######## multicycle_control ########
## config.mk

```make
export PLATFORM = sky130hd
export DESIGN_NAME = multicycle_control
export DESIGN_NICKNAME = d
export VERILOG_FILES = /design/src/rtl/multicycle_control_pkg.sv /design/src/rtl/multicycle_control.sv
export SDC_FILE = /design/constraint.sdc
export NUM_CORES = 1
export LEC_CHECK = 0
export CAP_MARGIN = 20
export CORE_UTILIZATION = 40
export CTS_BUF_LIST = sky130_fd_sc_hd__clkbuf_2
export CTS_CLUSTER_SIZE = 12
export DETAILED_ROUTE_END_ITERATION = 16
export MAX_ROUTING_LAYER = met4
export PLACE_DENSITY = 0.71
export REMOVE_ABC_BUFFERS = 1
export SLEW_MARGIN = 30
export SYNTH_ARGS = -nofsm -noshare
export SYNTH_HDL_FRONTEND = slang
export SYNTH_SLANG_ARGS = --single-unit
```

## constraint.sdc

```tcl
create_clock -name clk -period 2.7 [get_ports clk]
set_clock_uncertainty 0.1 [all_clocks]
set_input_delay 0.81 -clock clk [delete_from_list [all_inputs] [get_ports clk]]
set_output_delay 0.81 -clock clk [all_outputs]
set_load 0.01 [all_outputs]
```

## src/rtl/multicycle_control_pkg.sv

```systemverilog
// Shared encodings for the multicycle MIPS control unit: states, opcodes, mux select codes
// and the per-state control word used by the controller.
package multicycle_control_pkg;

    typedef enum logic [3:0] {
        S_FETCH  = 4'd0,
        S_DECODE = 4'd1,
        S_MEMADR = 4'd2,
        S_MEMRD  = 4'd3,
        S_MEMWB  = 4'd4,
        S_MEMWR  = 4'd5,
        S_REXEC  = 4'd6,
        S_RWB    = 4'd7,
        S_BEQ    = 4'd8,
        S_JUMP   = 4'd9,
        S_IEXEC  = 4'd10,
        S_IWB    = 4'd11
    } state_t;

    localparam logic [5:0] OP_RTYPE = 6'b000000;
    localparam logic [5:0] OP_LW    = 6'b100011;
    localparam logic [5:0] OP_SW    = 6'b101011;
    localparam logic [5:0] OP_BEQ   = 6'b000100;
    localparam logic [5:0] OP_J     = 6'b000010;
    localparam logic [5:0] OP_ADDI  = 6'b001000;

    localparam logic [1:0] PC_SRC_ALU    = 2'b00;
    localparam logic [1:0] PC_SRC_ALUOUT = 2'b01;
    localparam logic [1:0] PC_SRC_JUMP   = 2'b10;

    localparam logic [1:0] SRCB_REGB  = 2'b00;
    localparam logic [1:0] SRCB_FOUR  = 2'b01;
    localparam logic [1:0] SRCB_SEXT  = 2'b10;
    localparam logic [1:0] SRCB_SHIFT = 2'b11;

    localparam logic [1:0] ALUOP_ADD   = 2'b00;
    localparam logic [1:0] ALUOP_SUB   = 2'b01;
    localparam logic [1:0] ALUOP_FUNCT = 2'b10;

    typedef struct packed {
        logic       pc_en;
        logic [1:0] pc_source;
        logic       iord;
        logic       mem_read;
        logic       mem_write;
        logic       ir_write;
        logic       alu_src_a;
        logic [1:0] alu_src_b;
        logic [1:0] alu_op;
        logic       reg_dst;
        logic       mem_to_reg;
        logic       reg_write;
    } ctrl_t;

    function automatic logic is_known_op(input logic [5:0] op);
        case (op)
            OP_RTYPE, OP_LW, OP_SW, OP_BEQ, OP_J, OP_ADDI: is_known_op = 1'b1;
            default:                                       is_known_op = 1'b0;
        endcase
    endfunction

    // Unconditional Moore control word of each state; wait/zero/reset gating is applied at the top.
    function automatic ctrl_t state_ctrl(input state_t s);
        ctrl_t c;
        c = '0;
        case (s)
            S_FETCH: begin
                c.pc_en     = 1'b1;
                c.mem_read  = 1'b1;
                c.ir_write  = 1'b1;
                c.alu_src_b = SRCB_FOUR;
                c.pc_source = PC_SRC_ALU;
                c.alu_op    = ALUOP_ADD;
            end
            S_DECODE: c.alu_src_b = SRCB_SHIFT;
            S_MEMADR: begin
                c.alu_src_a = 1'b1;
                c.alu_src_b = SRCB_SEXT;
            end
            S_MEMRD: begin
                c.mem_read = 1'b1;
                c.iord     = 1'b1;
            end
            S_MEMWB: begin
                c.reg_write  = 1'b1;
                c.mem_to_reg = 1'b1;
            end
            S_MEMWR: begin
                c.mem_write = 1'b1;
                c.iord      = 1'b1;
            end
            S_REXEC: begin
                c.alu_src_a = 1'b1;
                c.alu_src_b = SRCB_REGB;
                c.alu_op    = ALUOP_FUNCT;
            end
            S_RWB: begin
                c.reg_write = 1'b1;
                c.reg_dst   = 1'b1;
            end
            S_BEQ: begin
                c.alu_src_a = 1'b1;
                c.alu_src_b = SRCB_REGB;
                c.alu_op    = ALUOP_SUB;
                c.pc_source = PC_SRC_ALUOUT;
            end
            S_JUMP: begin
                c.pc_source = PC_SRC_JUMP;
                c.pc_en     = 1'b1;
            end
            S_IEXEC: begin
                c.alu_src_a = 1'b1;
                c.alu_src_b = SRCB_SEXT;
            end
            S_IWB: c.reg_write = 1'b1;
            default: ;
        endcase
        return c;
    endfunction

endpackage

```

## src/rtl/multicycle_control.sv

```systemverilog
// Multicycle MIPS controller: state register plus a control word registered alongside it,
// so every output is a state decode with no added latency.
module multicycle_control
    import multicycle_control_pkg::*;
#(
    parameter bit MEM_WAIT_EN = 1'b0
) (
    input  logic       clk,
    input  logic       rst,
    input  logic [5:0] opcode,
    input  logic       zero,
    input  logic       mem_ready,
    output logic       pc_enable,
    output logic [1:0] pc_source,
    output logic       iord,
    output logic       mem_read,
    output logic       mem_write,
    output logic       ir_write,
    output logic       alu_src_a,
    output logic [1:0] alu_src_b,
    output logic [1:0] alu_op,
    output logic       reg_dst,
    output logic       mem_to_reg,
    output logic       reg_write,
    output logic [3:0] state,
    output logic       illegal_op
);

    state_t cur_state;
    state_t next_state;
    ctrl_t  ctrl_q;
    logic   illegal_q;
    logic   ready_ok;

    assign ready_ok = !MEM_WAIT_EN || mem_ready;

    always_comb begin
        next_state = S_FETCH;
        case (cur_state)
            S_FETCH:  next_state = ready_ok ? S_DECODE : S_FETCH;
            S_DECODE: begin
                case (opcode)
                    OP_LW, OP_SW: next_state = S_MEMADR;
                    OP_RTYPE:     next_state = S_REXEC;
                    OP_BEQ:       next_state = S_BEQ;
                    OP_J:         next_state = S_JUMP;
                    OP_ADDI:      next_state = S_IEXEC;
                    default:      next_state = S_FETCH;
                endcase
            end
            S_MEMADR: next_state = (opcode == OP_LW) ? S_MEMRD : S_MEMWR;
            S_MEMRD:  next_state = ready_ok ? S_MEMWB : S_MEMRD;
            S_MEMWR:  next_state = ready_ok ? S_FETCH : S_MEMWR;
            S_REXEC:  next_state = S_RWB;
            S_IEXEC:  next_state = S_IWB;
            default:  next_state = S_FETCH;
        endcase
    end

    // The control word is computed from the next state so it lines up with cur_state.
    always_ff @(posedge clk) begin
        if (rst) begin
            cur_state <= S_FETCH;
            ctrl_q    <= state_ctrl(S_FETCH);
            illegal_q <= 1'b0;
        end else begin
            cur_state <= next_state;
            ctrl_q    <= state_ctrl(next_state);
            if (cur_state == S_DECODE && !is_known_op(opcode)) begin
                illegal_q <= 1'b1;
            end
        end
    end

    // pc_enable follows zero in BEQ and, like ir_write, waits for memory in FETCH.
    assign pc_enable  = !rst && ((ctrl_q.pc_en && (cur_state != S_FETCH || ready_ok))
                                 || (cur_state == S_BEQ && zero));
    assign ir_write   = !rst && ctrl_q.ir_write && ready_ok;
    assign mem_write  = !rst && ctrl_q.mem_write;
    assign reg_write  = !rst && ctrl_q.reg_write;
    assign pc_source  = ctrl_q.pc_source;
    assign iord       = ctrl_q.iord;
    assign mem_read   = ctrl_q.mem_read;
    assign alu_src_a  = ctrl_q.alu_src_a;
    assign alu_src_b  = ctrl_q.alu_src_b;
    assign alu_op     = ctrl_q.alu_op;
    assign reg_dst    = ctrl_q.reg_dst;
    assign mem_to_reg = ctrl_q.mem_to_reg;
    assign state      = cur_state;
    assign illegal_op = illegal_q;

endmodule

```

######## uart_apb_master ########
### src/rtl/uart_apb_master.sv
// APB3 initiator for the UART subsystem: converts a valid/ready request into an
// APB3 SETUP/ACCESS transfer and returns a one-cycle response with read data and error status.
module uart_apb_master #(
    parameter int APB_ADDR_WIDTH = 32,
    parameter int APB_DATA_WIDTH = 32,
    parameter int TIMEOUT_CYCLES = 16
) (
    input  logic                      i_apb_pclk,
    input  logic                      i_apb_presetn,
    input  logic                      i_req_valid,
    output logic                      o_req_ready,
    input  logic [APB_ADDR_WIDTH-1:0] i_req_addr,
    input  logic [APB_DATA_WIDTH-1:0] i_req_wdata,
    input  logic                      i_req_write,
    output logic                      o_rsp_valid,
    output logic [APB_DATA_WIDTH-1:0] o_rsp_rdata,
    output logic                      o_rsp_error,
    output logic                      o_rsp_timeout,
    output logic [APB_ADDR_WIDTH-1:0] o_apb_paddr,
    output logic [APB_DATA_WIDTH-1:0] o_apb_pwdata,
    output logic                      o_apb_pwrite,
    output logic                      o_apb_psel,
    output logic                      o_apb_penable,
    input  logic [APB_DATA_WIDTH-1:0] i_apb_prdata,
    input  logic                      i_apb_pready,
    input  logic                      i_apb_pslverr
);

    // A zero timeout still needs a 1-bit counter so the logic stays well-formed.
    localparam int CNT_W = (TIMEOUT_CYCLES > 0) ? $clog2(TIMEOUT_CYCLES + 1) : 1;
    localparam logic [CNT_W-1:0] TO_LAST = CNT_W'(TIMEOUT_CYCLES - 1);

    typedef enum logic [1:0] {
        ST_IDLE   = 2'd0,
        ST_SETUP  = 2'd1,
        ST_ACCESS = 2'd2,
        ST_RESP   = 2'd3
    } state_t;

    state_t                    state_r,       state_s;
    logic [CNT_W-1:0]          wait_cnt_r,    wait_cnt_s;
    logic [APB_ADDR_WIDTH-1:0] paddr_r,       paddr_s;
    logic [APB_DATA_WIDTH-1:0] pwdata_r,      pwdata_s;
    logic                      pwrite_r,      pwrite_s;
    logic                      psel_r,        psel_s;
    logic                      penable_r,     penable_s;
    logic                      rsp_valid_r,   rsp_valid_s;
    logic [APB_DATA_WIDTH-1:0] rsp_rdata_r,   rsp_rdata_s;
    logic                      rsp_error_r,   rsp_error_s;
    logic                      rsp_timeout_r, rsp_timeout_s;
    logic                      timeout_hit_s;

    assign timeout_hit_s = (TIMEOUT_CYCLES != 0) && (wait_cnt_r == TO_LAST);

    // Next-state and next-output computation for the transfer FSM.
    always_comb begin
        state_s       = state_r;
        wait_cnt_s    = wait_cnt_r;
        paddr_s       = paddr_r;
        pwdata_s      = pwdata_r;
        pwrite_s      = pwrite_r;
        psel_s        = psel_r;
        penable_s     = penable_r;
        rsp_valid_s   = 1'b0;
        rsp_rdata_s   = rsp_rdata_r;
        rsp_error_s   = rsp_error_r;
        rsp_timeout_s = rsp_timeout_r;
        case (state_r)
            ST_IDLE: begin
                if (i_req_valid) begin
                    state_s    = ST_SETUP;
                    paddr_s    = i_req_addr;
                    pwdata_s   = i_req_wdata;
                    pwrite_s   = i_req_write;
                    psel_s     = 1'b1;
                    penable_s  = 1'b0;
                    wait_cnt_s = {CNT_W{1'b0}};
                end else begin
                    state_s = ST_IDLE;
                end
            end
            ST_SETUP: begin
                state_s   = ST_ACCESS;
                penable_s = 1'b1;
            end
            ST_ACCESS: begin
                // pready takes priority over an expiring timeout in the same cycle.
                if (i_apb_pready) begin
                    state_s       = ST_RESP;
                    psel_s        = 1'b0;
                    penable_s     = 1'b0;
                    rsp_valid_s   = 1'b1;
                    rsp_rdata_s   = pwrite_r ? {APB_DATA_WIDTH{1'b0}} : i_apb_prdata;
                    rsp_error_s   = i_apb_pslverr;
                    rsp_timeout_s = 1'b0;
                end else if (timeout_hit_s) begin
                    state_s       = ST_RESP;
                    psel_s        = 1'b0;
                    penable_s     = 1'b0;
                    rsp_valid_s   = 1'b1;
                    rsp_rdata_s   = {APB_DATA_WIDTH{1'b0}};
                    rsp_error_s   = 1'b1;
                    rsp_timeout_s = 1'b1;
                end else begin
                    wait_cnt_s = wait_cnt_r + CNT_W'(1);
                end
            end
            ST_RESP: begin
                state_s = ST_IDLE;
            end
            default: begin
                state_s   = ST_IDLE;
                psel_s    = 1'b0;
                penable_s = 1'b0;
            end
        endcase
    end

    // State and output registers with synchronous active-low reset.
    always_ff @(posedge i_apb_pclk) begin
        if (!i_apb_presetn) begin
            state_r       <= ST_IDLE;
            wait_cnt_r    <= {CNT_W{1'b0}};
            paddr_r       <= {APB_ADDR_WIDTH{1'b0}};
            pwdata_r      <= {APB_DATA_WIDTH{1'b0}};
            pwrite_r      <= 1'b0;
            psel_r        <= 1'b0;
            penable_r     <= 1'b0;
            rsp_valid_r   <= 1'b0;
            rsp_rdata_r   <= {APB_DATA_WIDTH{1'b0}};
            rsp_error_r   <= 1'b0;
            rsp_timeout_r <= 1'b0;
        end else begin
            state_r       <= state_s;
            wait_cnt_r    <= wait_cnt_s;
            paddr_r       <= paddr_s;
            pwdata_r      <= pwdata_s;
            pwrite_r      <= pwrite_s;
            psel_r        <= psel_s;
            penable_r     <= penable_s;
            rsp_valid_r   <= rsp_valid_s;
            rsp_rdata_r   <= rsp_rdata_s;
            rsp_error_r   <= rsp_error_s;
            rsp_timeout_r <= rsp_timeout_s;
        end
    end

    assign o_req_ready   = (state_r == ST_IDLE);
    assign o_rsp_valid   = rsp_valid_r;
    assign o_rsp_rdata   = rsp_rdata_r;
    assign o_rsp_error   = rsp_error_r;
    assign o_rsp_timeout = rsp_timeout_r;
    assign o_apb_paddr   = paddr_r;
    assign o_apb_pwdata  = pwdata_r;
    assign o_apb_pwrite  = pwrite_r;
    assign o_apb_psel    = psel_r;
    assign o_apb_penable = penable_r;

endmodule

### config.mk
export PLATFORM = sky130hd
export DESIGN_NAME = uart_apb_master
export DESIGN_NICKNAME = d
export VERILOG_FILES = /design/src/rtl/uart_apb_master.sv
export SDC_FILE = /design/constraint.sdc
export NUM_CORES = 1
export LEC_CHECK = 0
export CORE_MARGIN = 4
export CORE_UTILIZATION = 43
export CTS_BUF_LIST = sky130_fd_sc_hd__clkbuf_8
export DETAILED_ROUTE_END_ITERATION = 10
export PLACE_DENSITY = 0.87
export SLEW_MARGIN = 10
export SYNTH_ARGS = -nofsm -noshare
export SYNTH_HDL_FRONTEND = slang
export SYNTH_SLANG_ARGS = --single-unit
### constraint.sdc
create_clock -name i_apb_pclk -period 2.8 [get_ports i_apb_pclk]
set_input_delay 0.42 -clock i_apb_pclk [delete_from_list [all_inputs] [get_ports i_apb_pclk]]
set_output_delay 0.42 -clock i_apb_pclk [all_outputs]
set_load 0.005 [all_outputs]
multicycle_control/io_placement.png
Scale: 10 px per um. Pins as bars across the die edge, other pins in gray.
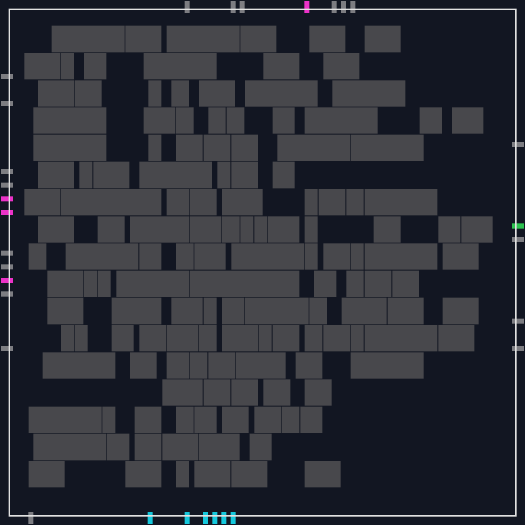
[magenta] state | pins: 4 | direction: output | edge: 3 left, 1 top
[green] mem_write | pins: 1 | direction: output | edge: right
[cyan] opcode | pins: 6 | direction: input | edge: bottom
all pins by edge: 11 left, 7 top, 7 bottom, 5 right

==> flow_summary.ini, multicycle_control <==
; implementation run metrics
[sta]
worst_hold_slack_ps = 428.5

[floorplan]
die_y_um = 50.50

[synth]
mux_share_pct = 0
yosys_cells = 99
synth_top_cell_by_count = dfxtp_1

[routing]
drtPass1Iterations = 4
drt-vias-per-instance = 5.130
routedLengthMet1_um = 1000
drt_wl_total_um = 2205
met2_length_um = 1071
dr_wl_met3_um = 94

[cells_and_area]
clk_share_pct = 3.240
final_util_pct = 62.84

[grt]
global_route.usage.met2_pct = 30.89

[setup_path]
rrSetupSlack_ps = 600

[run]
openroad.warnings = 26

[status]
run_status = finished clean

[clock_tree]
clkLatencyLatePin_ps = 320
multicycle_control: cell usage in the layout (no fill, tap or decap), types with 2 or more instances in the layout:
cell type,netlist,layout
dfxtp_1,20,20
nand2_1,6,6
clkdlybuf4s50_1,0,24
and3_1,3,3
o21ai_0,2,2
nand3_1,3,3
a211oi_1,3,3
xor2_1,2,2
nor4_1,2,2
nand4_1,2,2
a21oi_1,5,5
inv_1,3,3
or3_1,2,2
dlygate4sd2_1,0,2
or4b_4,2,2
nor2_1,11,11
buf_4,6,21
clkbuf_2,0,4
nor2b_1,3,3
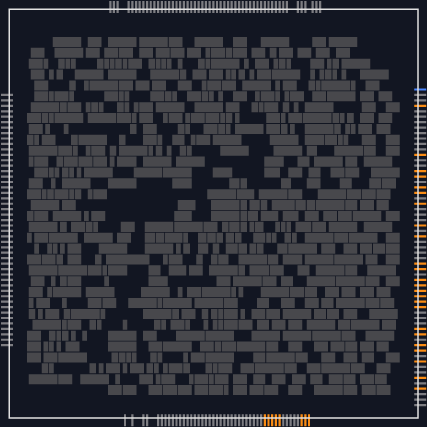
uart_apb_master/io_placement.png
Scale: 4 px per um. Pins as bars across the die edge, other pins in gray.
[blue] i_apb_pclk | pins: 1 | direction: input | edge: right
[orange] o_rsp_rdata | pins: 32 | direction: output | edge: 24 right, 8 bottom
all pins by edge: 59 right, 53 top, 47 left, 46 bottom
vertical die size: 101.8 um
IO buf count: 204

==> flow_summary.ini, uart_apb_master <==
; implementation run metrics
[hold_path]
hold-path-endpoint = o_apb_paddr[13]$_SDFFE_PN0P_

[sta]
hold_viol_final = 0
timing.setup.tns_ps = 0

[grt]
gr-max-usage-layer = met2
grt_use_met3_pct = 8.805
number_of_global_route_vias_before_repair = 3563
grt_max_degree = 71

[synth]
largest_area_cell = dfxtp_1
async_flop_share_pct = 0
synth.avg_cell_area_um2 = 8.990

[setup_path]
critPathLaunch = wait_cnt_r[0]$_SDFFE_PN0P_
critPathCaptureType = register
required_time_reported_for_the_critical_path_endpoint_ps = 3100
critical_path.slowest_cell = nor2_4
critPathTopFamily = simple AND/OR/NAND/NOR gates

[status]
run_status = finished clean

[power]
power.sequential.total_w = 0.00179
power.share.clock_pct = 26.1

[routing]
drt-vias-per-instance = 5.050
highest-signal-layer = met4
avgRoutedWirePerCell_um = 15.65

[cells_and_area]
clk_share_pct = 3.347
multi_input_comb_cells = 277
largest_cell_class = sequential cells

[placement]
place.detailed.hpwl_um = 8344

[clock_tree]
clkLatencyLatePin_ps = 350
h-tree-depth = 3
root_buffer = clkbuf_8

[floorplan]
floorplan.io_pins = 205
## uart_apb_master: stage by stage
step | total power [W] | instances
floorplan | 0.002226 | 421
global placement | 0.002750 | 704
detailed placement | 0.002781 | 704
CTS | 0.003754 | 720
global route | 0.003926 | 720
finish | 0.003708 | 720
## uart_apb_master: flip-flops by register name, summed over array words and instances (netlist names)
signal,cells
o_apb_paddr,32
o_apb_pwdata,32
o_rsp_rdata,32
wait_cnt_r,5
state_r,2
o_apb_penable,1
o_apb_psel,1
o_apb_pwrite,1
o_rsp_error,1
o_rsp_timeout,1
o_rsp_valid,1

######## dl_shift_pipe ########
dl_shift_pipe/placement.png
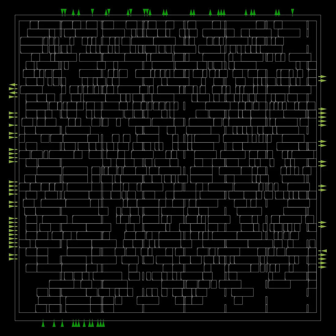

<file path="config.mk">
export PLATFORM = sky130hd
export DESIGN_NAME = dl_shift_pipe
export DESIGN_NICKNAME = d
export VERILOG_FILES = /design/src/rtl/dl_shift_pkg.sv /design/src/rtl/dl_shift_stage.sv /design/src/rtl/dl_shift_pipe.sv
export SDC_FILE = /design/constraint.sdc
export NUM_CORES = 1
export LEC_CHECK = 0
export ABC_CLOCK_PERIOD_IN_PS = 2900
export CAP_MARGIN = 20
export CORE_UTILIZATION = 55
export CTS_CLUSTER_SIZE = 28
export DETAILED_ROUTE_END_ITERATION = 12
export PLACE_DENSITY_LB_ADDON = 0.12
export REMOVE_ABC_BUFFERS = 1
export SYNTH_ARGS = -nofsm -noshare
export SYNTH_HDL_FRONTEND = slang
export SYNTH_SLANG_ARGS = --single-unit
</file>
<file path="constraint.sdc">
create_clock -name clk -period 2.9 [get_ports clk]
set_clock_uncertainty 0.15 [all_clocks]
set_input_delay 0.58 -clock clk [delete_from_list [all_inputs] [get_ports clk]]
set_output_delay 0.58 -clock clk [all_outputs]
set_load 0.1 [all_outputs]
</file>
<file path="src/rtl/dl_shift_pkg.sv">
// Shared definitions for the pipelined barrel shifter: op encodings, bit reversal
// for SLL, and the level-to-stage mapping.
package dl_shift_pkg;

    typedef enum logic [1:0] {
        SHIFT_SLL = 2'b00,
        SHIFT_SRL = 2'b01,
        SHIFT_SRA = 2'b10,
        SHIFT_ROR = 2'b11
    } shift_op_t;

    // Fixed reversal width; callers zero-extend into it and realign, so NUM_BITS <= 64.
    localparam int REV_BITS = 64;

    function automatic logic [REV_BITS-1:0] bit_reverse(input logic [REV_BITS-1:0] v);
        logic [REV_BITS-1:0] r;
        for (int i = 0; i < REV_BITS; i++) begin
            r[i] = v[REV_BITS-1-i];
        end
        return r;
    endfunction

    // First mux level owned by a stage: smallest i with floor(i*stages/levels) == stage.
    function automatic int first_level(input int stage, input int num_levels, input int num_stages);
        return (stage * num_levels + num_stages - 1) / num_stages;
    endfunction

endpackage

</file>
<file path="src/rtl/dl_shift_stage.sv">
// One pipeline stage: a run of right-shift mux levels followed by its register slice.
// DL_SHIFT_PIPE_ROT_EN adds the rotate wrap path; otherwise ROR behaves as SRL.
module dl_shift_stage
    import dl_shift_pkg::*;
#(
    parameter int NUM_BITS       = 32,
    parameter int NUM_SHIFT_BITS = 5,
    parameter int TAG_BITS       = 5,
    parameter int FIRST_LEVEL    = 0,
    parameter int NUM_LEVELS     = 1,
    parameter bit LAST           = 1'b0
) (
    input  logic                      clk,
    input  logic                      rst,
    input  logic                      in_valid,
    output logic                      in_ready,
    input  logic [NUM_BITS-1:0]       in_data,
    input  logic [NUM_SHIFT_BITS-1:0] in_shift,
    input  shift_op_t                 in_op,
    input  logic [TAG_BITS-1:0]       in_tag,
    input  logic                      in_fill,
    output logic                      out_valid,
    input  logic                      out_ready,
    output logic [NUM_BITS-1:0]       out_data,
    output logic [NUM_SHIFT_BITS-1:0] out_shift,
    output shift_op_t                 out_op,
    output logic [TAG_BITS-1:0]       out_tag,
    output logic                      out_fill
);

    logic [NUM_BITS-1:0] lvl [0:NUM_LEVELS];
    logic [NUM_BITS-1:0] result;

    assign lvl[0] = in_data;

    for (genvar j = 0; j < NUM_LEVELS; j++) begin : g_level
        localparam int AMT = 1 << (FIRST_LEVEL + j);
        logic [NUM_BITS-1:0] wrap;
`ifdef DL_SHIFT_PIPE_ROT_EN
        assign wrap = (in_op == SHIFT_ROR) ? (lvl[j] << (NUM_BITS - AMT))
                                           : (in_fill ? ~({NUM_BITS{1'b1}} >> AMT) : '0);
`else
        assign wrap = in_fill ? ~({NUM_BITS{1'b1}} >> AMT) : '0;
`endif
        assign lvl[j+1] = in_shift[FIRST_LEVEL+j] ? ((lvl[j] >> AMT) | wrap) : lvl[j];
    end

    // SLL entered the pipe bit-reversed; the last stage turns it back around.
    if (LAST) begin : g_unrev
        assign result = (in_op == SHIFT_SLL)
                      ? NUM_BITS'(bit_reverse(REV_BITS'(lvl[NUM_LEVELS])) >> (REV_BITS - NUM_BITS))
                      : lvl[NUM_LEVELS];
    end else begin : g_pass
        assign result = lvl[NUM_LEVELS];
    end

    assign in_ready = !out_valid || out_ready;

    always_ff @(posedge clk) begin
        if (rst) begin
            out_valid <= 1'b0;
            out_data  <= '0;
            out_shift <= '0;
            out_op    <= SHIFT_SLL;
            out_tag   <= '0;
            out_fill  <= 1'b0;
        end else if (in_ready) begin
            out_valid <= in_valid;
            if (in_valid) begin
                out_data  <= result;
                out_shift <= in_shift;
                out_op    <= in_op;
                out_tag   <= in_tag;
                out_fill  <= in_fill;
            end
        end
    end

endmodule

</file>
<file path="src/rtl/dl_shift_pipe.sv">
// Pipelined barrel shifter (SLL/SRL/SRA/ROR) with per-stage valid/ready.
// DL_SHIFT_PIPE_ROT_EN enables rotate-right for op 11; without it op 11 is SRL.
module dl_shift_pipe
    import dl_shift_pkg::*;
#(
    parameter int  NUM_BITS       = 32,
    parameter int  NUM_STAGES     = 2,
    parameter int  TAG_BITS       = 5,
    localparam int NUM_SHIFT_BITS = $clog2(NUM_BITS)
) (
    input  logic                      clk,
    input  logic                      rst,
    input  logic                      in_valid,
    output logic                      in_ready,
    input  logic [NUM_BITS-1:0]       in_a,
    input  logic [NUM_SHIFT_BITS-1:0] in_shift,
    input  logic [1:0]                in_op,
    input  logic [TAG_BITS-1:0]       in_tag,
    output logic                      out_valid,
    input  logic                      out_ready,
    output logic [NUM_BITS-1:0]       out_data,
    output logic [TAG_BITS-1:0]       out_tag
);

    logic [NUM_STAGES:0]       v;
    logic [NUM_STAGES:0]       rdy;
    logic [NUM_BITS-1:0]       data  [0:NUM_STAGES];
    logic [NUM_SHIFT_BITS-1:0] shift [0:NUM_STAGES];
    shift_op_t                 op    [0:NUM_STAGES];
    logic [TAG_BITS-1:0]       tag   [0:NUM_STAGES];
    logic                      fill  [0:NUM_STAGES];

    // Every op is done as a right shift; SLL is pre-reversed here and undone in the last stage.
    assign v[0]     = in_valid;
    assign data[0]  = (in_op == SHIFT_SLL)
                    ? NUM_BITS'(bit_reverse(REV_BITS'(in_a)) >> (REV_BITS - NUM_BITS))
                    : in_a;
    assign shift[0] = in_shift;
    assign op[0]    = shift_op_t'(in_op);
    assign tag[0]   = in_tag;
    assign fill[0]  = (in_op == SHIFT_SRA) && in_a[NUM_BITS-1];

    assign rdy[NUM_STAGES] = out_ready;
    assign in_ready        = rdy[0];
    assign out_valid       = v[NUM_STAGES];
    assign out_data        = data[NUM_STAGES];
    assign out_tag         = tag[NUM_STAGES];

    for (genvar k = 0; k < NUM_STAGES; k++) begin : g_stage
        localparam int FIRST = first_level(k, NUM_SHIFT_BITS, NUM_STAGES);
        localparam int NEXT  = first_level(k + 1, NUM_SHIFT_BITS, NUM_STAGES);

        dl_shift_stage #(
            .NUM_BITS       (NUM_BITS),
            .NUM_SHIFT_BITS (NUM_SHIFT_BITS),
            .TAG_BITS       (TAG_BITS),
            .FIRST_LEVEL    (FIRST),
            .NUM_LEVELS     (NEXT - FIRST),
            .LAST           (k == NUM_STAGES - 1)
        ) u_stage (
            .clk       (clk),
            .rst       (rst),
            .in_valid  (v[k]),
            .in_ready  (rdy[k]),
            .in_data   (data[k]),
            .in_shift  (shift[k]),
            .in_op     (op[k]),
            .in_tag    (tag[k]),
            .in_fill   (fill[k]),
            .out_valid (v[k+1]),
            .out_ready (rdy[k+1]),
            .out_data  (data[k+1]),
            .out_shift (shift[k+1]),
            .out_op    (op[k+1]),
            .out_tag   (tag[k+1]),
            .out_fill  (fill[k+1])
        );
    end

endmodule

</file>
######## pixel_config_seq ########
[src/rtl/pixel_config_seq.sv]
// Frame sequencer for the pixel configuration shift chain: takes 6-bit words over valid/ready,
// shifts each word out with a generated config_clk/config_en pair, and pushes each completed row.
module pixel_config_seq #(
  parameter int unsigned WORDS_PER_ROW = 32,
  parameter int unsigned ROWS          = 128,
  parameter int unsigned CLK_DIV       = 2,
  parameter int unsigned PUSH_LEN      = 4,
  localparam int unsigned RW = (ROWS > 1) ? $clog2(ROWS) : 1,
  localparam int unsigned WW = (WORDS_PER_ROW > 1) ? $clog2(WORDS_PER_ROW) : 1
) (
  input  logic          clk_40MHz,
  input  logic          rst,
  input  logic          start,
  input  logic          abort,
  input  logic [5:0]    word_data,
  input  logic          word_valid,
  output logic          word_ready,
  output logic [5:0]    config_data,
  output logic          config_clk,
  output logic          config_en,
  output logic          push_en,
  output logic          busy,
  output logic          done,
  output logic [RW-1:0] row_idx,
  output logic [WW-1:0] word_idx
);

  localparam int unsigned PMAX = (CLK_DIV > PUSH_LEN) ? CLK_DIV : PUSH_LEN;
  localparam int unsigned PW   = (PMAX > 1) ? $clog2(PMAX) : 1;
  localparam logic [PW-1:0] DIV_LAST  = PW'(CLK_DIV - 1);
  localparam logic [PW-1:0] PUSH_LAST = PW'(PUSH_LEN - 1);
  localparam logic [WW-1:0] WORD_LAST = WW'(WORDS_PER_ROW - 1);
  localparam logic [RW-1:0] ROW_LAST  = RW'(ROWS - 1);

  typedef enum logic [2:0] {
    IDLE, LOAD, SETUP, HIGH, HOLD, PUSH, GAP, DONE
  } state_t;

  state_t        state, state_next;
  logic [PW-1:0] phase;
  logic          div_last, push_last, word_last, row_last, accept;

  assign div_last  = (phase == DIV_LAST);
  assign push_last = (phase == PUSH_LAST);
  assign word_last = (word_idx == WORD_LAST);
  assign row_last  = (row_idx == ROW_LAST);
  assign accept    = (state == LOAD) && word_valid && !abort;

  always_ff @(posedge clk_40MHz or posedge rst) begin
    if (rst) state <= IDLE;
    else     state <= state_next;
  end

  always_comb begin
    state_next = state;
    unique case (state)
      IDLE:  if (start)      state_next = LOAD;
      LOAD:  if (word_valid) state_next = SETUP;
      SETUP: if (div_last)   state_next = HIGH;
      HIGH:  if (div_last)   state_next = HOLD;
      HOLD:  if (div_last)   state_next = word_last ? PUSH : LOAD;
      PUSH:  if (push_last)  state_next = GAP;
      GAP:   if (div_last)   state_next = row_last ? DONE : LOAD;
      DONE:                  state_next = IDLE;
    endcase
    if (abort) state_next = IDLE;
  end

  // Phase counter restarts on every state change and only runs in the timed states.
  always_ff @(posedge clk_40MHz or posedge rst) begin
    if (rst) begin
      phase <= '0;
    end else if (state_next != state) begin
      phase <= '0;
    end else if (state inside {SETUP, HIGH, HOLD, PUSH, GAP}) begin
      phase <= phase + 1'b1;
    end
  end

  always_ff @(posedge clk_40MHz or posedge rst) begin
    if (rst) begin
      row_idx  <= '0;
      word_idx <= '0;
    end else if (abort || (state == IDLE && start)) begin
      row_idx  <= '0;
      word_idx <= '0;
    end else if (state == HOLD && div_last && !word_last) begin
      word_idx <= word_idx + 1'b1;
    end else if (state == GAP && div_last) begin
      word_idx <= '0;
      if (!row_last) row_idx <= row_idx + 1'b1;
    end
  end

  always_ff @(posedge clk_40MHz or posedge rst) begin
    if (rst)         config_data <= '0;
    else if (abort)  config_data <= '0;
    else if (accept) config_data <= word_data;
  end

  // Strobes are registered decodes of the next state, so each one lines up with its state.
  always_ff @(posedge clk_40MHz or posedge rst) begin
    if (rst) begin
      word_ready <= 1'b0;
      config_clk <= 1'b0;
      config_en  <= 1'b0;
      push_en    <= 1'b0;
      busy       <= 1'b0;
      done       <= 1'b0;
    end else begin
      word_ready <= (state_next == LOAD);
      config_clk <= (state_next == HIGH);
      config_en  <= (state_next inside {SETUP, HIGH, HOLD});
      push_en    <= (state_next == PUSH);
      busy       <= !(state_next inside {IDLE, DONE});
      done       <= (state_next == DONE);
    end
  end

endmodule

[config.mk]
export PLATFORM = sky130hd
export DESIGN_NAME = pixel_config_seq
export DESIGN_NICKNAME = d
export VERILOG_FILES = /design/src/rtl/pixel_config_seq.sv
export SDC_FILE = /design/constraint.sdc
export NUM_CORES = 1
export LEC_CHECK = 0
export CORE_ASPECT_RATIO = 1.1
export CORE_UTILIZATION = 45
export CTS_CLUSTER_DIAMETER = 120
export DETAILED_ROUTE_END_ITERATION = 8
export GPL_TIMING_DRIVEN = 0
export MAX_ROUTING_LAYER = met4
export PLACE_DENSITY_LB_ADDON = 0.05
export SLEW_MARGIN = 5
export SYNTH_ARGS = -nofsm -noshare
export SYNTH_HDL_FRONTEND = slang
export SYNTH_SLANG_ARGS = --single-unit
[constraint.sdc]
create_clock -name clk_40MHz -period 2.56 [get_ports clk_40MHz]
set_input_delay 0.512 -clock clk_40MHz [delete_from_list [all_inputs] [get_ports clk_40MHz]]
set_output_delay 0.512 -clock clk_40MHz [all_outputs]
set_load 0.01 [all_outputs]
dl_shift_pipe/wires.png
Scale: 3 px per um. Only two layers are drawn.
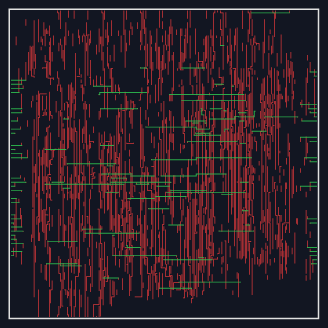
[red] metal 2 | wire length: 6,650 um
[green] metal 3 | wire length: 749 um
total global routing track utilization: 28.31%
vias post-DR: 4,831

About dl_shift_pipe/placement.png:
core region area: 9774 um2
num tapcells: 133
fin cells: 783
number of inserted filler cells in the final layout: 849

==> flow_summary.ini, dl_shift_pipe <==
; implementation run metrics
[clock_tree]
maximum_clock_path_buffer_count = 2
clkSinkCount = 81
post-cts-setup-buffers = 0
total_clock_buffers_created_by_cts = 9

[routing]
route.detailed.drc = 0
drtPass1Iterations = 5
routedLengthMet1_um = 6486
drt-vias-per-instance = 6.170
avgRoutedWirePerCell_um = 18.21

[cells_and_area]
clk_share_pct = 2.912
logic_area_um2 = 3422
buffer_area_share_pct = 15.52
layout.sequential_cells = 81

[sta]
post-route-period-util_pct = 86.37
max_clock_freq_ghz = 0.3993
period_needed_ps = 2505
hold_viol_final = 0
timing.slew.headroom_pct = 45.32

[floorplan]
die_area_um2 = 10530
die_y_um = 102.6

[status]
run_status = finished clean

[placement]
globalplace.congestion = 0.9200
place_ws_ps = 45.70

[hold_path]
min_from = g_stage[1].u_stage.out_tag[4]$_SDFFE_PP0P_

[setup_path]
critPathTopFamily = buffers and inverters
worst_ep_arrival_time_ps = 2660
critical_path.slowest_cell = nor2b_1
[dl_shift_pipe: power by group]
group / total (W) / internal (W) / switching [W]
clock network: 0.000795 / 0.000345 / 0.000450
registers: 0.00126 / 0.00119 / 0.0000667
logic: 0.000988 / 0.000385 / 0.000604
total: 0.00304 / 0.00192 / 0.00112
[dl_shift_pipe: sequential cells by signal, indices dropped and copies added (netlist names)]
register,cells
g_stage.u_stage.out_shift,2
g_stage.u_stage.out_data,64
g_stage.u_stage.out_op,2
g_stage.u_stage.out_tag,10
g_stage.u_stage.out_valid,2
g_stage.u_stage.out_fill,1
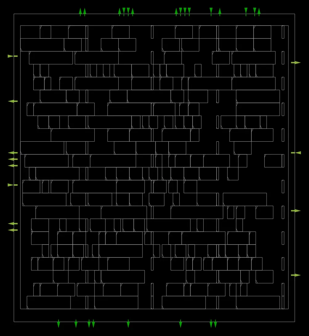
pixel_config_seq/placement.png
number of inserted filler cells in the final layout: 297
sequential share of cell area: 33.41%
number of placement rows: 22
flop count: 29

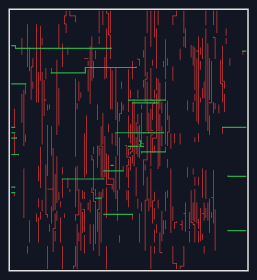
pixel_config_seq/wires.png
Scale: 4 px per um. Only two layers are drawn.
[red] metal 2 | wire length: 1,710 um
[green] metal 3 | wire length: 134 um
mean routed wirelength per cell: 13.93 um
vias post-DR: 1,366
wire length after detailed routing: 3538 um
total global routing track utilization: 21.42%

==> flow_summary.ini, pixel_config_seq <==
; implementation run metrics
[cells_and_area]
logic_area_um2 = 854.6
comb_area_share_pct = 39.34
regMostFlops = row_idx

[status]
run_status = finished clean

[power]
p_comb_share_pct = 45.1

[clock_tree]
clkSinkCount = 29
clkLatencyLatePin_ps = 340
worst_setup_hold_path_clk_slew_ps = 100

[sta]
hold_viol_final = 0
number_of_failing_setup_endpoints_in_the_final_timing_report = 0
report.final.slew_viol_count = 0

[routing]
dr_wl_met3_um = 134
route.detailed.drc = 0

[floorplan]
floorplan.io_pins = 35

[hold_path]
min_from = config_data[3]$_DFFE_PP0P_

[run]
maxCapViolCount = 0

[synth]
syn-cell-area_um2 = 1625

[setup_path]
worst_ep_arrival_time_ps = 2680
[pixel_config_seq: metrics by stage]
stage          total power [W]  util (%)  setup TNS, ps  setup WS (ps)
3_3_place_gp          0.001229     59.83         -341.3         -146.4
3_5_place_dp          0.001246     59.83         -450.3         -158.7
6_report              0.001724     64.15              0          102.4
4_1_cts               0.001680     63.27              0          22.20
5_1_grt               0.001830     64.15              0          11.88
2_1_floorplan         0.001053         -              0          108.1
[pixel_config_seq: what timing repair did]
action	in CTS	in global routing
pin swaps	1	2
setup buffers	2	3
resized	3	2
gates cloned	0	0
endpoints found under the setup margin	6	5

==> gallery <==
Pin placement.
Plate I
Scale: 8 px per um. Pins as bars across the die edge, other pins in gray.
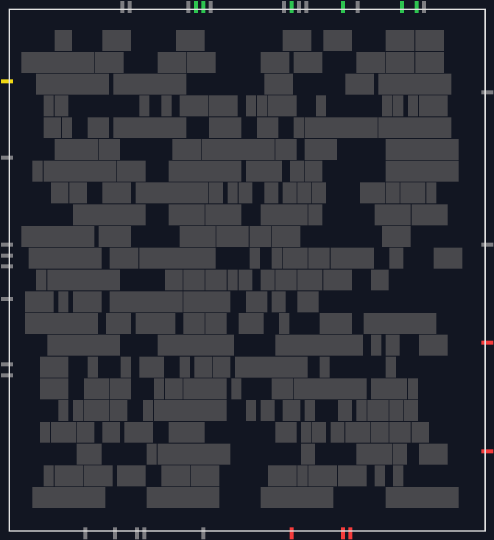
Plate II
Scale: 4 px per um. Pins as bars across the die edge, other pins in gray.
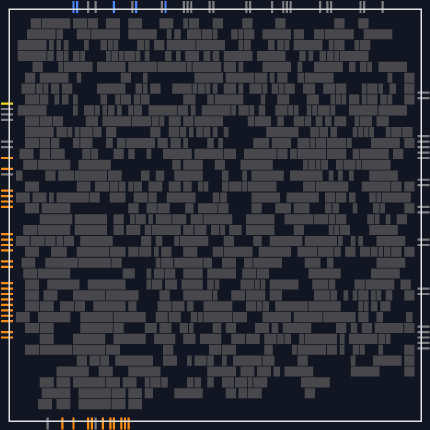
| from | picture |
|---|---|
| dl_shift_pipe | Plate II |
| pixel_config_seq | Plate I |
The one with the largest die is Plate II.
The one with the most pins is Plate II.


######## pipelined_addsub_flat ########
File: config.mk
export PLATFORM = sky130hd
export DESIGN_NAME = pipelined_addsub_flat
export DESIGN_NICKNAME = d
export VERILOG_FILES = /design/src/rtl/pipelined_addsub_if.sv /design/src/rtl/fulladder.sv /design/src/rtl/pipelined_addsub_segment.sv /design/src/rtl/pipelined_addsub.sv /design/src/flat_wrapper.sv
export SDC_FILE = /design/constraint.sdc
export NUM_CORES = 1
export LEC_CHECK = 0
export CAP_MARGIN = 5
export CORE_MARGIN = 3
export CORE_UTILIZATION = 35
export DETAILED_ROUTE_END_ITERATION = 12
export SLEW_MARGIN = 20
export SYNTH_ARGS = -nofsm -noshare
export SYNTH_HDL_FRONTEND = slang
export SYNTH_SLANG_ARGS = --single-unit
File: constraint.sdc
create_clock -name clk -period 2.8 [get_ports clk]
set_input_delay 0.56 -clock clk [delete_from_list [all_inputs] [get_ports clk]]
set_output_delay 0.56 -clock clk [all_outputs]
set_load 0.02 [all_outputs]
File: src/rtl/pipelined_addsub_if.sv
// Operand/result handshake bundle for pipelined_addsub.
//   in_valid/in_ready   : operand beat handshake (a, b, cin, sub)
//   out_valid/out_ready : result beat handshake (sum, cout, ovf)
// slave is the adder side, master is the side feeding operands and
// taking results.
interface pipelined_addsub_if #(
    parameter int WIDTH = 16
) ();

    logic             in_valid;
    logic             in_ready;
    logic [WIDTH-1:0] a;
    logic [WIDTH-1:0] b;
    logic             cin;
    logic             sub;
    logic             out_valid;
    logic             out_ready;
    logic [WIDTH-1:0] sum;
    logic             cout;
    logic             ovf;

    modport master (
        output in_valid, a, b, cin, sub, out_ready,
        input  in_ready, out_valid, sum, cout, ovf
    );

    modport slave (
        input  in_valid, a, b, cin, sub, out_ready,
        output in_ready, out_valid, sum, cout, ovf
    );

endinterface

File: src/rtl/fulladder.sv
// Single-bit full adder cell.
//   a, b, ci : addend bits and carry in
//   s        : sum bit
//   co       : carry out
module fulladder (
    input  logic a,
    input  logic b,
    input  logic ci,
    output logic s,
    output logic co
);

    assign s  = a ^ b ^ ci;
    assign co = (a & b) | (ci & (a ^ b));

endmodule

File: src/rtl/pipelined_addsub_segment.sv
// Combinational SEG-bit ripple-carry slice used by each pipeline stage.
//   a_seg, b_seg : operand slices (b_seg already inverted for subtract)
//   ci           : carry into the slice
//   s_seg        : sum slice
//   co           : carry out of the slice
//   c_msb        : carry into the top bit of the slice (for overflow)
module addsub_segment #(
    parameter int SEG = 4
) (
    input  logic [SEG-1:0] a_seg,
    input  logic [SEG-1:0] b_seg,
    input  logic           ci,
    output logic [SEG-1:0] s_seg,
    output logic           co,
    output logic           c_msb
);

    logic [SEG:0] c;

    assign c[0] = ci;

    for (genvar i = 0; i < SEG; i++) begin : g_bit
        fulladder u_fa (
            .a  (a_seg[i]),
            .b  (b_seg[i]),
            .ci (c[i]),
            .s  (s_seg[i]),
            .co (c[i+1])
        );
    end

    assign co    = c[SEG];
    assign c_msb = c[SEG-1];

endmodule

File: src/rtl/pipelined_addsub.sv
// WIDTH-bit add/subtract with the carry chain cut into STAGES registered
// segments; one beat per cycle, STAGES cycles of latency.
//   clk, rst : clock and synchronous active-high reset
//   bus      : slave side of pipelined_addsub_if
//              in:  in_valid, a, b, cin, sub, out_ready
//              out: in_ready, out_valid, sum, cout, ovf
// Stage k registers a mixed word: bits below (k+1)*SEG hold finished sum
// slices, bits above still hold operand A. The not-yet-consumed upper part
// of B' travels in a separate register that shrinks by SEG per stage.
module pipelined_addsub #(
    parameter int WIDTH  = 16,
    parameter int STAGES = 4
) (
    input  logic               clk,
    input  logic               rst,
    pipelined_addsub_if.slave  bus
);

    localparam int SEG = WIDTH / STAGES;

    if (STAGES < 1 || (WIDTH % STAGES) != 0) begin : g_bad_params
        $error("pipelined_addsub: WIDTH (%0d) must be a positive multiple of STAGES (%0d)",
               WIDTH, STAGES);
    end

    // The whole pipe freezes while a finished result waits downstream.
    logic stall;

    assign stall       = bus.out_valid && !bus.out_ready;
    assign bus.in_ready = !stall;

    for (genvar k = 0; k < STAGES; k++) begin : g_stg
        localparam int SRCW = WIDTH - k * SEG;

        logic             src_v;
        logic [WIDTH-1:0] src_mix;
        logic [SRCW-1:0]  src_b;
        logic             src_c;

        logic [SEG-1:0]   s_seg;
        logic             co;
        logic             c_msb;
        logic [WIDTH-1:0] nxt_mix;

        logic             v_q;
        logic [WIDTH-1:0] mix_q;
        logic             c_q;

        if (k == 0) begin : g_src
            assign src_v   = bus.in_valid;
            assign src_mix = bus.a;
            assign src_b   = bus.sub ? ~bus.b : bus.b;
            assign src_c   = bus.sub ? 1'b1 : bus.cin;
        end else begin : g_src
            assign src_v   = g_stg[k-1].v_q;
            assign src_mix = g_stg[k-1].mix_q;
            assign src_b   = g_stg[k-1].g_mid.b_q;
            assign src_c   = g_stg[k-1].c_q;
        end

        addsub_segment #(
            .SEG (SEG)
        ) u_seg (
            .a_seg (src_mix[k*SEG +: SEG]),
            .b_seg (src_b[SEG-1:0]),
            .ci    (src_c),
            .s_seg (s_seg),
            .co    (co),
            .c_msb (c_msb)
        );

        // Replace the consumed A slice with its finished sum slice.
        always_comb begin
            nxt_mix                = src_mix;
            nxt_mix[k*SEG +: SEG]  = s_seg;
        end

        always_ff @(posedge clk) begin
            if (rst) begin
                v_q   <= 1'b0;
                mix_q <= '0;
                c_q   <= 1'b0;
            end else if (!stall) begin
                v_q   <= src_v;
                mix_q <= nxt_mix;
                c_q   <= co;
            end
        end

        if (k < STAGES - 1) begin : g_mid
            logic [SRCW-SEG-1:0] b_q;
            logic                unused_c_msb;

            assign unused_c_msb = c_msb;

            always_ff @(posedge clk) begin
                if (rst) begin
                    b_q <= '0;
                end else if (!stall) begin
                    b_q <= src_b[SRCW-1:SEG];
                end
            end
        end else begin : g_last
            logic ovf_q;

            always_ff @(posedge clk) begin
                if (rst) begin
                    ovf_q <= 1'b0;
                end else if (!stall) begin
                    ovf_q <= c_msb ^ co;
                end
            end

            assign bus.out_valid = v_q;
            assign bus.sum       = mix_q;
            assign bus.cout      = c_q;
            assign bus.ovf       = ovf_q;
        end
    end

endmodule
File: src/flat_wrapper.sv
// flat-port wrapper written by rule: the top's interface ports become plain ports
module pipelined_addsub_flat 
#(
    parameter int WIDTH  = 16,
    parameter int STAGES = 4
)
  (clk, rst, bus_in_valid, bus_a, bus_b, bus_cin, bus_sub, bus_out_ready, bus_in_ready, bus_out_valid, bus_sum, bus_cout, bus_ovf);
  pipelined_addsub_if #(.WIDTH(WIDTH)) bus_i ();
  input  logic clk;
  input  logic rst;
  input wire logic [$bits(bus_i.in_valid)-1:0] bus_in_valid;
  input wire logic [$bits(bus_i.a)-1:0] bus_a;
  input wire logic [$bits(bus_i.b)-1:0] bus_b;
  input wire logic [$bits(bus_i.cin)-1:0] bus_cin;
  input wire logic [$bits(bus_i.sub)-1:0] bus_sub;
  input wire logic [$bits(bus_i.out_ready)-1:0] bus_out_ready;
  output wire logic [$bits(bus_i.in_ready)-1:0] bus_in_ready;
  output wire logic [$bits(bus_i.out_valid)-1:0] bus_out_valid;
  output wire logic [$bits(bus_i.sum)-1:0] bus_sum;
  output wire logic [$bits(bus_i.cout)-1:0] bus_cout;
  output wire logic [$bits(bus_i.ovf)-1:0] bus_ovf;
  assign bus_i.in_valid = bus_in_valid;
  assign bus_i.a = bus_a;
  assign bus_i.b = bus_b;
  assign bus_i.cin = bus_cin;
  assign bus_i.sub = bus_sub;
  assign bus_i.out_ready = bus_out_ready;
  assign bus_in_ready = bus_i.in_ready;
  assign bus_out_valid = bus_i.out_valid;
  assign bus_sum = bus_i.sum;
  assign bus_cout = bus_i.cout;
  assign bus_ovf = bus_i.ovf;
  pipelined_addsub #(.WIDTH(WIDTH), .STAGES(STAGES)) u_core (.clk(clk), .rst(rst), .bus(bus_i));
endmodule
==> flow_summary.ini <==
; implementation run metrics
[setup_path]
regToRegEndpoint = u_core.bus.sum[15]$_SDFFE_PP0N_
cp_cell_sequence = clkdlybuf4s50_1, xnor2_1, fa_2, fa_2, fa_1, inv_1, fa_1, nand2_1, a21oi_1
cp_launch_type = primary input

[synth]
yosys_most_used_dff = dfxtp_1
yosys_area_um2 = 3998
synth-xor-area-share_pct = 3.725
simple_gate_share_pct = 16.40

[floorplan]
tap-cell-count = 140
rows = 38

[cells_and_area]
nFillCells = 1127
layout.sequential_cells = 97
mostFrequentLayoutCells = 144 x nand2_1, 97 x dfxtp_1, 72 x a21oi_1, 55 x clkdlybuf4s50_1, 27 x nor2_1
seqCellArea_um2 = 1942
sequential_share_of_cell_area_pct = 39.54
regMostFlops = u_core.g_stg.mix_q

[routing]
drt-vias-per-instance = 4.543
route.detailed.drc = 0
via_count = 2912

[sta]
tightestPinTransition_ps = 779.1

[clock_tree]
cts.hold.buffers_added = 0

[status]
run_status = finished clean

[placement]
globalplace.congestion = 0.7314
power groups by stage:
stage          registers, W  clock network, W  logic [W]
2_1_floorplan       0.00155                 0   0.000195
3_3_place_gp        0.00155                 0   0.000324
3_5_place_dp        0.00155                 0   0.000328
4_1_cts             0.00152           0.00126   0.000330
5_1_grt             0.00153           0.00131   0.000369
6_report            0.00152           0.00123   0.000326
routing by layer:
layer	vias to the layer above	global-route usage [%]	part of all wire [%]
li1	1523	-	-
met1	1332	18.31	48
met2	51	20.70	47
met3	6	3.743	3.9
met4	0	3.846	1.2
met5	-	0	0
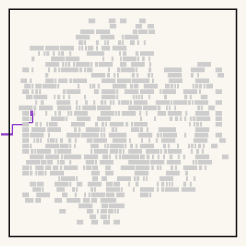
pipelined_addsub_flat/io_fan.png
Scale: 2 px per um.
[purple] bus_in_valid | bits: 1 | direction: input | edge: left | end cells: 1 | wire: 16.9 um



==> notes/layouts.md <==
Pictures saved along the way, in no particular order.

Met2 routing.
picture 1
Scale: 4 px per um.
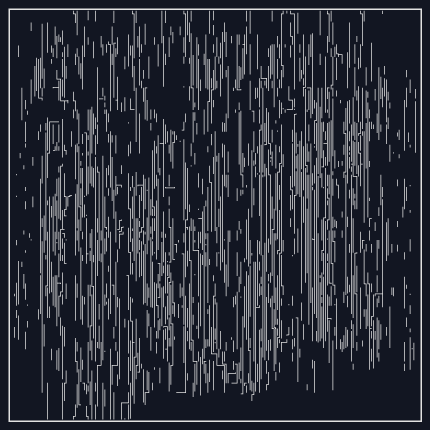
picture 2
Scale: 4 px per um.
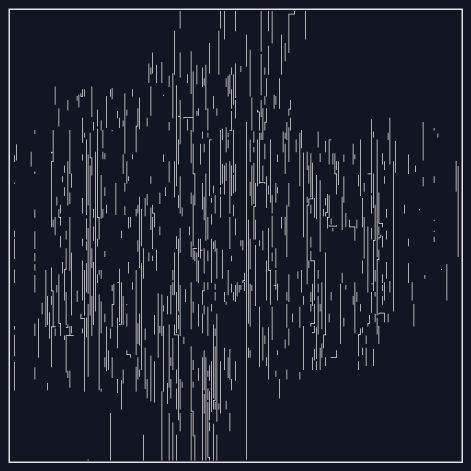
picture 3
Scale: 4 px per um.
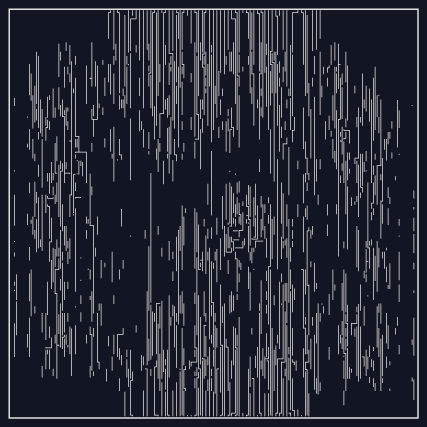
picture 4
Scale: 8 px per um.
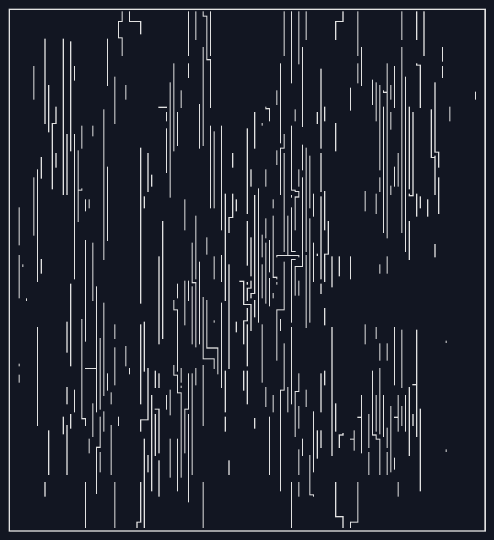
picture 5
Scale: 10 px per um.
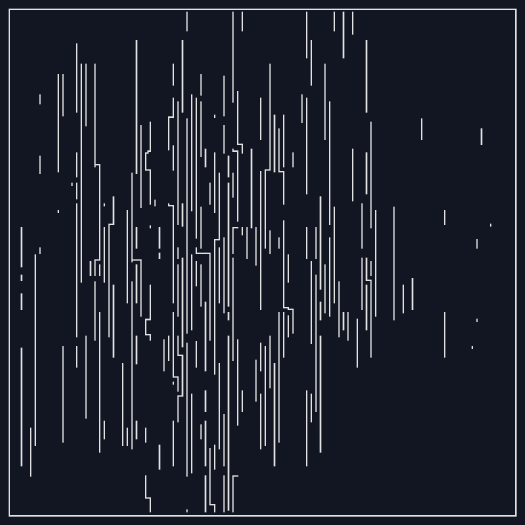
picture 2 -> pipelined_addsub_flat
picture 3 -> uart_apb_master
picture 4 -> pixel_config_seq
picture 1 -> dl_shift_pipe
picture 5 -> multicycle_control
The one with the largest die is picture 2.
The one with the smallest die is picture 5.

Key to picture 5:
nets with wire on the layer: 130
wire length on this layer: 1,070 um
share of all routed wire: 49%
main direction: vertical

No activity file was given, so power comes from the tool's default toggle rates.
